# common_valid_elastic_buffer

**common_valid_elastic_buffer: placement by cell class**

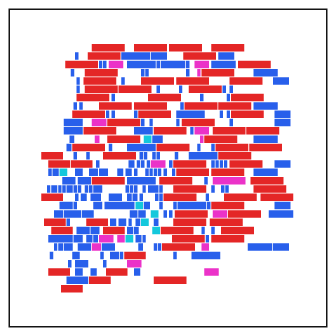

**config.mk**
```make
export PLATFORM = sky130hd
export DESIGN_NAME = common_valid_elastic_buffer
export DESIGN_NICKNAME = d
export VERILOG_FILES = /design/src/rtl/common_valid_elastic_buffer.sv
export SDC_FILE = /design/constraint.sdc
export NUM_CORES = 1
export LEC_CHECK = 0
export ABC_CLOCK_PERIOD_IN_PS = 6000
export CAP_MARGIN = 15
export CORE_MARGIN = 10
export CORE_UTILIZATION = 53
export DETAILED_ROUTE_END_ITERATION = 7
export DONT_BUFFER_PORTS = 1
export MAX_ROUTING_LAYER = met4
export PLACE_DENSITY = 0.71
export SLEW_MARGIN = 20
export SYNTH_ARGS = -nofsm -noshare
export SYNTH_HDL_FRONTEND = slang
export SYNTH_SLANG_ARGS = --single-unit
```
**constraint.sdc**
```tcl
create_clock -name i_clock -period 6 [get_ports i_clock]
set_input_delay 1.5 -clock i_clock [delete_from_list [all_inputs] [get_ports i_clock]]
set_output_delay 1.5 -clock i_clock [all_outputs]
set_load 0.02 [all_outputs]
```
**src/rtl/common_valid_elastic_buffer.sv**
```systemverilog
// common_valid_elastic_buffer
// Elastic FIFO that sits after a valid-gated delay line which cannot be stalled.
// The head word is presented first-word-fall-through. A write into an empty
// buffer reaches the output one cycle later because there is no bypass path.
// Writes that arrive while the buffer is full, with no read in the same cycle,
// are dropped. o_overflow records any such drop and stays set until reset.
//
// Optional feature: define COMMON_VALID_ELASTIC_BUFFER_OVF_CNT_EN to add
// o_ovf_count. It is a 16-bit saturating count of dropped writes.
//
// Handshake: a read happens on a rising edge where o_valid && i_ready.
// A write happens where i_valid && (!full || read). The upstream side has no
// ready signal, so it must throttle i_valid using o_afull.
module common_valid_elastic_buffer #(
  parameter int NB_DATA    = 8,
  parameter int LOG2_DEPTH = 3,
  parameter int AFULL_THR  = 6
) (
  input  logic                  i_clock,
  input  logic                  i_reset,
  input  logic [NB_DATA-1:0]    i_data_in,
  input  logic                  i_valid,
  input  logic                  i_ready,
  output logic [NB_DATA-1:0]    o_data_out,
  output logic                  o_valid,
  output logic                  o_afull,
  output logic [LOG2_DEPTH:0]   o_level,
  output logic                  o_overflow
`ifdef COMMON_VALID_ELASTIC_BUFFER_OVF_CNT_EN
  ,
  output logic [15:0]           o_ovf_count
`endif
);

  localparam int                DEPTH   = 1 << LOG2_DEPTH;
  localparam logic [LOG2_DEPTH:0] AFULL_L = (LOG2_DEPTH + 1)'(AFULL_THR);

  logic [NB_DATA-1:0]  mem [DEPTH];
  logic [LOG2_DEPTH:0] wr_ptr;
  logic [LOG2_DEPTH:0] rd_ptr;
  logic [LOG2_DEPTH:0] wr_ptr_nxt;
  logic [LOG2_DEPTH:0] rd_ptr_nxt;
  logic [LOG2_DEPTH:0] level_q;
  logic                overflow_q;
  logic                empty;
  logic                full;
  logic                rd_en;
  logic                wr_en;
  logic                drop;

  // Full and empty come from the pointers. Full means the addresses match and
  // the wrap bits differ.
  assign empty = (wr_ptr == rd_ptr);
  assign full  = (wr_ptr[LOG2_DEPTH-1:0] == rd_ptr[LOG2_DEPTH-1:0]) &&
                 (wr_ptr[LOG2_DEPTH] != rd_ptr[LOG2_DEPTH]);

  // Decide the events for this cycle. A read in the same cycle frees a slot,
  // so a write is still accepted when the buffer is full.
  always_comb begin
    rd_en      = !empty && i_ready;
    wr_en      = i_valid && (!full || rd_en);
    drop       = i_valid && full && !rd_en;
    wr_ptr_nxt = wr_ptr + (LOG2_DEPTH + 1)'(wr_en);
    rd_ptr_nxt = rd_ptr + (LOG2_DEPTH + 1)'(rd_en);
  end

  // Pointers, registered level and the sticky overflow flag.
  // Reset takes priority over any read or write in the same cycle.
  always_ff @(posedge i_clock) begin
    if (i_reset) begin
      wr_ptr     <= '0;
      rd_ptr     <= '0;
      level_q    <= '0;
      overflow_q <= 1'b0;
    end else begin
      wr_ptr     <= wr_ptr_nxt;
      rd_ptr     <= rd_ptr_nxt;
      level_q    <= wr_ptr_nxt - rd_ptr_nxt;
      overflow_q <= overflow_q | drop;
    end
  end

  // Storage is cleared on reset, so the output word reads 0 after reset.
  always_ff @(posedge i_clock) begin
    if (i_reset) begin
      for (int i = 0; i < DEPTH; i++) mem[i] <= '0;
    end else if (wr_en) begin
      mem[wr_ptr[LOG2_DEPTH-1:0]] <= i_data_in;
    end
  end

`ifdef COMMON_VALID_ELASTIC_BUFFER_OVF_CNT_EN
  logic [15:0] ovf_cnt_q;

  // Count dropped writes. The counter saturates at all-ones.
  always_ff @(posedge i_clock) begin
    if (i_reset)                       ovf_cnt_q <= '0;
    else if (drop && ovf_cnt_q != '1) ovf_cnt_q <= ovf_cnt_q + 16'd1;
  end

  assign o_ovf_count = ovf_cnt_q;
`endif

  assign o_data_out = mem[rd_ptr[LOG2_DEPTH-1:0]];
  assign o_valid    = !empty;
  assign o_level    = level_q;
  assign o_afull    = (level_q >= AFULL_L);
  assign o_overflow = overflow_q;

endmodule

```
# fs_digit_serial_seq_flat

[src/rtl/fs_digit_serial_seq_if.sv]
// rtl/fs_digit_serial_seq_if.sv - request/result bundle for the digit-serial subtractor
interface fs_digit_serial_seq_if #(
  parameter int DIGITS = 4
);
  localparam int W = 3 * DIGITS;

  logic         start;
  logic [W-1:0] a;
  logic [W-1:0] b;
  logic         bin;
  logic         busy;
  logic         done;
  logic [W-1:0] diff;
  logic         brr;

  modport master (
    output start, a, b, bin,
    input  busy, done, diff, brr
  );

  modport slave (
    input  start, a, b, bin,
    output busy, done, diff, brr
  );
endinterface

[src/rtl/fs_digit_serial_seq.sv]
// rtl/fs_digit_serial_seq.sv - digit-serial a - b - bin sequencer
// One 3-bit full-subtract slice is reused LSD-first, one digit per clock.
module fs_digit_serial_seq #(
  parameter int DIGITS = 4
) (
  input  logic                  clk,
  input  logic                  rst_n,
  fs_digit_serial_seq_if.slave  bus
);
  localparam int W  = 3 * DIGITS;
  localparam int CW = (DIGITS > 1) ? $clog2(DIGITS) : 1;
  localparam logic [CW-1:0] LAST = CW'(DIGITS - 1);

  localparam logic [1:0] S_IDLE = 2'd0;
  localparam logic [1:0] S_RUN  = 2'd1;
  localparam logic [1:0] S_DONE = 2'd2;

  logic [1:0]    r_state;
  logic [CW-1:0] r_cnt;
  logic [W-1:0]  r_a;
  logic [W-1:0]  r_b;
  logic          r_borrow;
  logic [W-1:0]  r_diff;
  logic          r_brr;
  logic          r_busy;
  logic          r_done;

  logic [2:0]    w_d;
  logic [3:0]    w_c;
  logic          w_last;
  logic [W-1:0]  w_diff_upd;
  logic [1:0]    w_state_nxt;

  // Operand registers shift right each RUN edge, so the active digit is always [2:0].
  always_comb begin
    w_d    = 3'b000;
    w_c    = 4'b0000;
    w_c[0] = r_borrow;
    for (int i = 0; i < 3; i++) begin
      w_d[i]   = r_a[i] ^ r_b[i] ^ w_c[i];
      w_c[i+1] = (~r_a[i] & r_b[i]) | (~(r_a[i] ^ r_b[i]) & w_c[i]);
    end
  end

  assign w_last = (r_cnt == LAST);

  always_comb begin
    w_diff_upd = r_diff;
    for (int k = 0; k < DIGITS; k++) begin
      if (r_cnt == CW'(k)) begin
        w_diff_upd[3*k +: 3] = w_d;
      end
    end
  end

  always_comb begin
    w_state_nxt = r_state;
    case (r_state)
      S_IDLE:  if (bus.start) w_state_nxt = S_RUN;
      S_RUN:   if (w_last) w_state_nxt = S_DONE;
      S_DONE:  w_state_nxt = S_IDLE;
      default: w_state_nxt = S_IDLE;
    endcase
  end

  always_ff @(posedge clk) begin
    if (!rst_n) begin
      r_state  <= S_IDLE;
      r_cnt    <= '0;
      r_a      <= '0;
      r_b      <= '0;
      r_borrow <= 1'b0;
      r_diff   <= '0;
      r_brr    <= 1'b0;
      r_busy   <= 1'b0;
      r_done   <= 1'b0;
    end else begin
      r_state <= w_state_nxt;
      r_busy  <= (w_state_nxt != S_IDLE);
      r_done  <= (w_state_nxt == S_DONE);
      case (r_state)
        S_IDLE: begin
          if (bus.start) begin
            r_a      <= bus.a;
            r_b      <= bus.b;
            r_borrow <= bus.bin;
            r_cnt    <= '0;
            r_diff   <= '0;
            r_brr    <= 1'b0;
          end
        end
        S_RUN: begin
          r_a      <= r_a >> 3;
          r_b      <= r_b >> 3;
          r_borrow <= w_c[3];
          r_diff   <= w_diff_upd;
          if (w_last) begin
            r_brr <= w_c[3];
            r_cnt <= '0;
          end else begin
            r_cnt <= r_cnt + 1'b1;
          end
        end
        default: ;
      endcase
    end
  end

  assign bus.busy = r_busy;
  assign bus.done = r_done;
  assign bus.diff = r_diff;
  assign bus.brr  = r_brr;
endmodule

[src/flat_wrapper.sv]
// flat-port wrapper written by rule: the top's interface ports become plain ports
module fs_digit_serial_seq_flat 
#(
  parameter int DIGITS = 4
)
  (clk, rst_n, bus_start, bus_a, bus_b, bus_bin, bus_busy, bus_done, bus_diff, bus_brr);
  fs_digit_serial_seq_if #(.DIGITS(DIGITS)) bus_i ();
  input  logic clk;
  input  logic rst_n;
  input wire logic [$bits(bus_i.start)-1:0] bus_start;
  input wire logic [$bits(bus_i.a)-1:0] bus_a;
  input wire logic [$bits(bus_i.b)-1:0] bus_b;
  input wire logic [$bits(bus_i.bin)-1:0] bus_bin;
  output wire logic [$bits(bus_i.busy)-1:0] bus_busy;
  output wire logic [$bits(bus_i.done)-1:0] bus_done;
  output wire logic [$bits(bus_i.diff)-1:0] bus_diff;
  output wire logic [$bits(bus_i.brr)-1:0] bus_brr;
  assign bus_i.start = bus_start;
  assign bus_i.a = bus_a;
  assign bus_i.b = bus_b;
  assign bus_i.bin = bus_bin;
  assign bus_busy = bus_i.busy;
  assign bus_done = bus_i.done;
  assign bus_diff = bus_i.diff;
  assign bus_brr = bus_i.brr;
  fs_digit_serial_seq #(.DIGITS(DIGITS)) u_core (.clk(clk), .rst_n(rst_n), .bus(bus_i));
endmodule
[config.mk]
export PLATFORM = sky130hd
export DESIGN_NAME = fs_digit_serial_seq_flat
export DESIGN_NICKNAME = d
export VERILOG_FILES = /design/src/rtl/fs_digit_serial_seq_if.sv /design/src/rtl/fs_digit_serial_seq.sv /design/src/flat_wrapper.sv
export SDC_FILE = /design/constraint.sdc
export NUM_CORES = 1
export LEC_CHECK = 0
export ABC_AREA = 0
export CORE_ASPECT_RATIO = 1.25
export CORE_MARGIN = 2
export CORE_UTILIZATION = 49
export DETAILED_ROUTE_END_ITERATION = 7
export PLACE_DENSITY_LB_ADDON = 0.15
export SLEW_MARGIN = 20
export SYNTH_ARGS = -nofsm -noshare
export SYNTH_HDL_FRONTEND = slang
export SYNTH_SLANG_ARGS = --single-unit
[constraint.sdc]
create_clock -name clk -period 2.1 [get_ports clk]
set_input_delay 0.42 -clock clk [delete_from_list [all_inputs] [get_ports clk]]
set_output_delay 0.42 -clock clk [all_outputs]
set_load 0.01 [all_outputs]
# ifft_1d_8_seq

### config.mk
export PLATFORM = sky130hd
export DESIGN_NAME = ifft_1d_8_seq
export DESIGN_NICKNAME = d
export VERILOG_FILES = /design/src/rtl/ifft_1d_8_seq.sv
export SDC_FILE = /design/constraint.sdc
export NUM_CORES = 2
export LEC_CHECK = 0
export CORE_AREA = 2 2 334 336
export DETAILED_ROUTE_END_ITERATION = 16
export DIE_AREA = 0 0 336 338
export PLACE_DENSITY_LB_ADDON = 0.25
export RECOVER_POWER = 25
export SYNTH_ARGS = -nofsm -noshare
export SYNTH_HDL_FRONTEND = slang
export SYNTH_SLANG_ARGS = --single-unit
### constraint.sdc
create_clock -name clk -period 17.6 [get_ports clk]
set_input_delay 2.64 -clock clk [delete_from_list [all_inputs] [get_ports clk]]
set_output_delay 2.64 -clock clk [all_outputs]
set_load 0.02 [all_outputs]
### src/rtl/ifft_1d_8_seq.sv
// ifft_1d_8_seq: 8-point radix-2 DIT inverse FFT, one butterfly per cycle; IFFT_SCALE_EN enables 1/8 scaling
module ifft_1d_8_seq (
    input  logic               clk,
    input  logic               reset_n,
    input  logic               in_valid,
    output logic               in_ready,
    input  logic signed [15:0] in_r,
    input  logic signed [15:0] in_i,
    output logic               out_valid,
    input  logic               out_ready,
    output logic signed [15:0] out_r,
    output logic signed [15:0] out_i,
    output logic               out_last
);
`ifdef IFFT_SCALE_EN
    localparam int SH = 1;
`else
    localparam int SH = 0;
`endif
    typedef enum logic [1:0] {LOAD, COMPUTE, DRAIN} state_t;
    state_t state, state_nx;
    logic [3:0] cnt, cnt_nx;
    logic signed [18:0] mem_r [8];
    logic signed [18:0] mem_i [8];
    logic in_fire, out_fire, out_load;
    logic [1:0] st, bf, m;
    logic [2:0] ia, ib, ld_addr;
    logic signed [15:0] wr, wi;
    logic signed [35:0] pr, pi;
    logic signed [18:0] tr, ti, nar, nai, nbr, nbi;
    logic signed [19:0] sar, sai, sbr, sbi;

    function automatic logic signed [15:0] sat(input logic signed [18:0] v);
        return v > 19'sd32767 ? 16'sd32767 : v < -19'sd32768 ? -16'sd32768 : $signed(v[15:0]);
    endfunction

    assign in_ready = state == LOAD;
    assign in_fire  = in_valid && in_ready;
    assign out_fire = out_valid && out_ready;
    assign out_load = state == DRAIN && !cnt[3] && (!out_valid || out_ready);
    assign ld_addr  = {cnt[0], cnt[1], cnt[2]};

    // butterfly addressing, twiddle selection and arithmetic for the current compute step
    always_comb begin
        st  = cnt[3:2];
        bf  = cnt[1:0];
        ia  = st == 2'd0 ? {bf, 1'b0} : st == 2'd1 ? {bf[1], 1'b0, bf[0]} : {1'b0, bf};
        ib  = ia + (st == 2'd0 ? 3'd1 : st == 2'd1 ? 3'd2 : 3'd4);
        m   = st == 2'd0 ? 2'd0 : st == 2'd1 ? {bf[0], 1'b0} : bf;
        wr  = m == 2'd0 ? 16'sd16384 : m == 2'd1 ? 16'sd11585 : m == 2'd2 ? 16'sd0 : -16'sd11585;
        wi  = m == 2'd0 ? 16'sd0 : m == 2'd2 ? 16'sd16384 : 16'sd11585;
        pr  = 36'(mem_r[ib]) * 36'(wr) - 36'(mem_i[ib]) * 36'(wi);
        pi  = 36'(mem_r[ib]) * 36'(wi) + 36'(mem_i[ib]) * 36'(wr);
        tr  = 19'((pr + 36'sd8192) >>> 14);
        ti  = 19'((pi + 36'sd8192) >>> 14);
        sar = 20'(mem_r[ia]) + 20'(tr);
        sai = 20'(mem_i[ia]) + 20'(ti);
        sbr = 20'(mem_r[ia]) - 20'(tr);
        sbi = 20'(mem_i[ia]) - 20'(ti);
        nar = 19'(sar >>> SH);
        nai = 19'(sai >>> SH);
        nbr = 19'(sbr >>> SH);
        nbi = 19'(sbi >>> SH);
    end

    // next state and shared sample/butterfly/drain counter
    always_comb begin
        state_nx = state;
        cnt_nx   = cnt;
        case (state)
            LOAD: if (in_fire) begin
                cnt_nx   = cnt == 4'd7 ? 4'd0 : cnt + 4'd1;
                state_nx = cnt == 4'd7 ? COMPUTE : LOAD;
            end
            COMPUTE: begin
                cnt_nx   = cnt == 4'd11 ? 4'd0 : cnt + 4'd1;
                state_nx = cnt == 4'd11 ? DRAIN : COMPUTE;
            end
            DRAIN: begin
                cnt_nx   = out_fire && out_last ? 4'd0 : out_load ? cnt + 4'd1 : cnt;
                state_nx = out_fire && out_last ? LOAD : DRAIN;
            end
            default: begin
                state_nx = LOAD;
                cnt_nx   = 4'd0;
            end
        endcase
    end

    // state register
    always_ff @(posedge clk) begin
        if (!reset_n) begin
            state <= LOAD;
            cnt   <= 4'd0;
        end else begin
            state <= state_nx;
            cnt   <= cnt_nx;
        end
    end

    // in-place register file: bit-reversed loads, butterfly write-back
    always_ff @(posedge clk) begin
        if (in_fire) begin
            mem_r[ld_addr] <= 19'(in_r);
            mem_i[ld_addr] <= 19'(in_i);
        end
        if (state == COMPUTE) begin
            mem_r[ia] <= nar;
            mem_i[ia] <= nai;
            mem_r[ib] <= nbr;
            mem_i[ib] <= nbi;
        end
    end

    // registered output stage, held while the consumer stalls
    always_ff @(posedge clk) begin
        if (!reset_n) begin
            out_valid <= 1'b0;
            out_last  <= 1'b0;
            out_r     <= 16'sd0;
            out_i     <= 16'sd0;
        end else if (out_load) begin
            out_valid <= 1'b1;
            out_last  <= cnt[2:0] == 3'd7;
            out_r     <= sat(mem_r[cnt[2:0]]);
            out_i     <= sat(mem_i[cnt[2:0]]);
        end else if (out_fire) begin
            out_valid <= 1'b0;
            out_last  <= 1'b0;
        end
    end
endmodule

**ifft_1d_8_seq: I/O pins on the die edge**

Pins as bars across the die edge, other pins in grey.
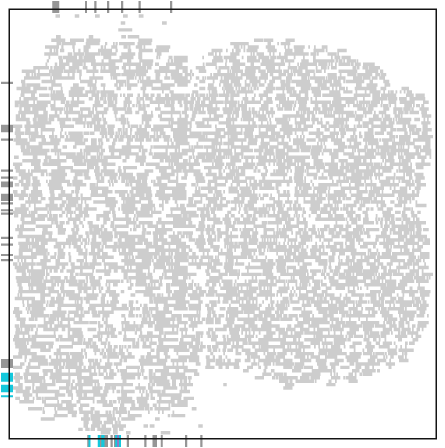
[cyan] out_i | pins: 16 | direction: output | edge: 10 west, 6 south
[magenta] reset_n | pins: 1 | direction: input | edge: south
all pins by edge: 37 west, 23 south, 11 north

==> results.sh, ifft_1d_8_seq <==
# flow metrics
export IMPL_min_to="out_r[15]"
export IMPL_reg_largest_list="mem_i x152, mem_r x152"
export IMPL_r2r_slack_ns=1.31
export IMPL_ys_sh_aoi=0.08505
export IMPL_yosysTopAreaCellShare=0.3013
export IMPL_layout_nets=6778
export IMPL_insertion_delay_ns=0.63
export IMPL_setup_ws_ns=1.315
export IMPL_crit_cells=50
export IMPL_pwr_share_comb=0.686
export IMPL_ys_seq_elements=347
export IMPL_cp_slowest_cell="fa_1"
export IMPL_wire_per_inst_microns=23.96
export IMPL_max_slew_margin=-2.211
export IMPL_die_w_microns=336
export IMPL_leakage_nw=27.14
export IMPL_crit_fanout=45
export IMPL_internal_power_w=0.002394
export IMPL_layout_cells_non_filler=6929
export IMPL_switchingPower_w=0.002766
export IMPL_num_io_pins=71
export IMPL_worst_slew_pin_transition_ns=4.766
export IMPL_worstHoldStart="out_r[15]"
export IMPL_holdCritPathClass="register to register"
export IMPL_maxPowerGroup="combinational logic"
export IMPL_run_status="finished, violations left"
export IMPL_p_per_area_mw_per_mm2=88.70
export IMPL_initialDrtViolationCount=3671
export IMPL_drive_above_1_share=0.08202
export IMPL_min_path_cells=1
export IMPL_dp_hpwl_mm=128.8
export IMPL_warning_count=82
export IMPL_clockPowerShare=0.134
export IMPL_layout_top_cells="1222 x inv_1, 822 x fa_1, 572 x nor2_1"
export IMPL_drv_slew=141
export IMPL_htreeDepth=1
export IMPL_critPathBufInv=12
export IMPL_yosysUniqueCellTypes=78
export IMPL_rsz0062_at_grt="false"
export IMPL_finalHoldViolCount=0
export IMPL_reg2reg_depth=50
export IMPL_xor_share=0.02744
export IMPL_grt_pass1_vias=41460
export IMPL_edf_count=304
export IMPL_postCtsResizedCells=0
export IMPL_maxCapViolations=6
export IMPL_yosysTopAreaCell="fa_1"
export IMPL_yosys_cells=5446
export IMPL_top_cells_by_area="fa_1 30%, edfxtp_1 17%, ha_1 12%"
export IMPL_grt_max_degree=65
export IMPL_layout_cells_most_common="inv_1"
export IMPL_violations="max-capacitance violations, max-slew violations"
export IMPL_postRouteAntennaNets=0
ifft_1d_8_seq: final cells by class:
cell class | instances | area share
Multi-Input combinational cell | 3641 | 0.6756
Sequential cell | 347 | 0.1719
Inverter | 1228 | 0.07923
Tap cell | 1488 | 0.03200
Timing Repair Buffer | 164 | 0.02398
Clock buffer | 33 | 0.01364
Clock inverter | 25 | 0.003463
Antenna cell | 3 | 0.0001290
ifft_1d_8_seq: per-layer routing:
metal,part of all wire,GRT usage,vias to the layer above
met3,0.082,0.04645,350
met5,0.00016,0,-
met2,0.48,0.4991,1702
met1,0.39,0.3979,20000
li1,-,-,17500
met4,0.047,0.1285,4
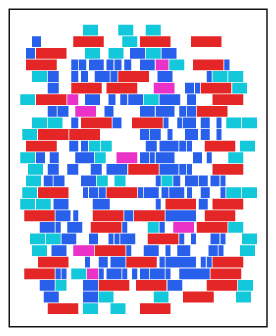
**Above:** fs_digit_serial_seq_flat (placement by cell class).
[magenta] clock drivers and dummy loads | cells: 8
[cyan] remaining buffers and delay cells | cells: 50
[red] registers | cells: 44
[blue] remaining logic cells | cells: 139

==> results.sh, fs_digit_serial_seq_flat <==
# flow metrics
export IMPL_pg_clk_w=0.000536
export IMPL_crit_required_ns=2.31
export IMPL_swShare=0.2698
export IMPL_ff_latch_area_sq_um=880.8
export IMPL_cp_common_cell="fa_1"
export IMPL_antennaDiodeCount=0
export IMPL_run_status="finished, final reports clean"
export IMPL_largest_class="multi-input combinational cells"
export IMPL_busiest_layer="met2"
export IMPL_cpPeakStageDelay_ns=0.43
export IMPL_fin_tns_setup_ns=0
export IMPL_core_sq_mm=0.003785
export IMPL_gr_usage_met1=0.2057
export IMPL_critical_path_class="register to register"
export IMPL_layout_nets=275
export IMPL_comb_area_share=0.3771
export IMPL_ys_seq_share=0.4577
export IMPL_htreeDepth=2
export IMPL_initialDrtViolationCount=51
export IMPL_syn_to_final_growth_pct=29.13
export IMPL_setup_violations=0
export IMPL_ys_sh_adder=0.05722
[fs_digit_serial_seq_flat: how the worst min path moves through the flow]
stage | to | cells after the start | from
2_1_floorplan | u_core.r_a[3] | 1 | u_core.r_a[3]
3_3_place_gp | u_core.bus.diff[6] | 2 | u_core.bus.diff[6]
3_5_place_dp | u_core.bus.diff[6] | 2 | u_core.bus.diff[6]
4_1_cts | u_core.bus.diff[6] | 2 | u_core.bus.diff[6]
5_1_grt | u_core.bus.diff[8] | 2 | u_core.bus.diff[8]
6_report | u_core.bus.diff[6] | 2 | u_core.bus.diff[6]
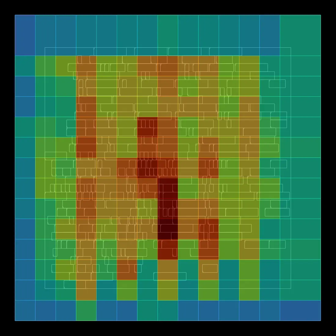
**Above:** common_valid_elastic_buffer (congestion heat map).
GR Layer Usage met3: 0.04252
drt wl/cell: 19.51 microns
met2 global-route usage: 0.2315
utilization of the core after routing: 0.5853

About 'placement by cell class' of common_valid_elastic_buffer:
[blue] remaining logic cells | cells: 183
[red] registers | cells: 77
[cyan] remaining buffers and delay cells | cells: 7
[magenta] clock drivers and dummy loads | cells: 16

==> results.sh, common_valid_elastic_buffer <==
# flow metrics
export IMPL_max_slew_margin=0.3469
export IMPL_bufAreaShareNonClock=0.01322
export IMPL_grt_pass1_vias=2101
export IMPL_cts_tree="done"
export IMPL_num_io_pins=27
export IMPL_numCtsBuffers=9
export IMPL_track_usage=0.1549
export IMPL_nClkBuffers=10
export IMPL_clkCellAreaFrac=0.04783
export IMPL_postRouteAntennaNets=0
export IMPL_finClkSkew_ns=0.007515
export IMPL_ys_sh_adder=0.02912
export IMPL_critPathBufInv=0
export IMPL_critical_path_class="register to register"
export IMPL_cp_slowest_cell="dfxtp_1"
export IMPL_ys_seq_share=0.5906
export IMPL_worstPathCellList="xor2_1 -> nor3_2 -> nand2_1 -> and2_1 -> ha_1 -> ha_1 -> ha_1 -> a21o_1 -> a21oi_1 -> xnor3_1 -> nor2_1"
export IMPL_gp_congestion=0.8055
export IMPL_worst_setup_path_start_kind="register"
export IMPL_yosysUniqueCellTypes=37
export IMPL_yosysTopAreaCellShare=0.5201
export IMPL_run_status="finished, final reports clean"
export IMPL_maxCapViolations=0
export IMPL_grt_antenna_before_repair=0
export IMPL_fin_tns_setup_ns=0
export IMPL_ys_sh_aoi=0.02506
export IMPL_initialDrtViolationCount=232
export IMPL_critical_path_top_delay_family="simple AND/OR/NAND/NOR gates"
export IMPL_insertion_delay_ns=0.37
export IMPL_die_w_microns=103.5
export IMPL_crit_cells=11
export IMPL_min_period_ns=3.777
export IMPL_p_per_area_mw_per_mm2=312.9
export IMPL_num_rows=30
export IMPL_dpl_cell_area_sq_mm=0.003775
export IMPL_rsz0062_at_grt="false"
export IMPL_fillers=560
export IMPL_routed_wl_mm=7.394
export IMPL_ys_seq_elements=77
export IMPL_wl_met1_mm=3.168
export IMPL_postCtsResizedCells=0
export IMPL_cts_hold_buffers=0
export IMPL_logic_gate_count=178
export IMPL_dp_hpwl_mm=5.256
export IMPL_seq_area_frac=0.5488
export IMPL_root_buffer="clkbuf_8"
export IMPL_non_clock_inverter_count=5
export IMPL_met2_length_mm=3.446
export IMPL_holdWs_ns=0.5905
export IMPL_crit_fanout=19
export IMPL_synth_net_count=290
export IMPL_post_cts_buffers=0
-- common_valid_elastic_buffer: power groups by stage --
| stage | combinational (W) | sequential, W | clock, W |
|---|---|---|---|
| after floorplan | 0.000195 | 0.000644 | 0 |
| after global placement | 0.000214 | 0.000655 | 0 |
| after detailed placement | 0.000219 | 0.000657 | 0 |
| after CTS | 0.000219 | 0.000645 | 0.000386 |
| after global routing | 0.000236 | 0.000648 | 0.000411 |
| final | 0.000215 | 0.000644 | 0.000385 |
-- common_valid_elastic_buffer: state kept, by name (all words and copies together), names as in the netlist --
name        cells
o_overflow      1
wr_ptr          4
o_level         4
rd_ptr          4
mem            64


==> screenshots <==
Wiring by layer.
Only two layers are drawn.
Plate I
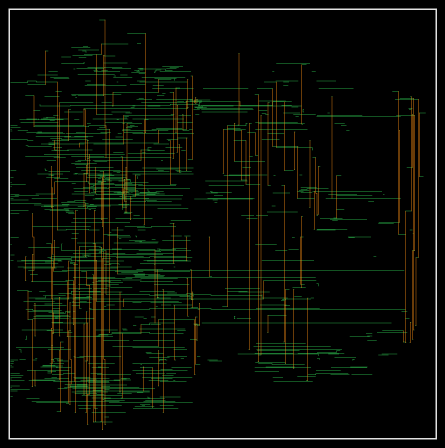
Plate II
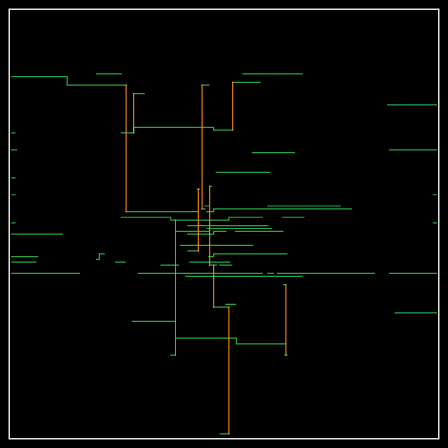
Plate III
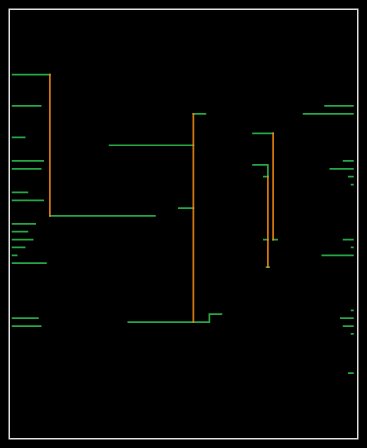
Of these, least wire: Plate III
- Plate III = fs_digit_serial_seq_flat
- Plate I = ifft_1d_8_seq
- Plate II = common_valid_elastic_buffer

No activity file was given, so power comes from the tool's default toggle rates.
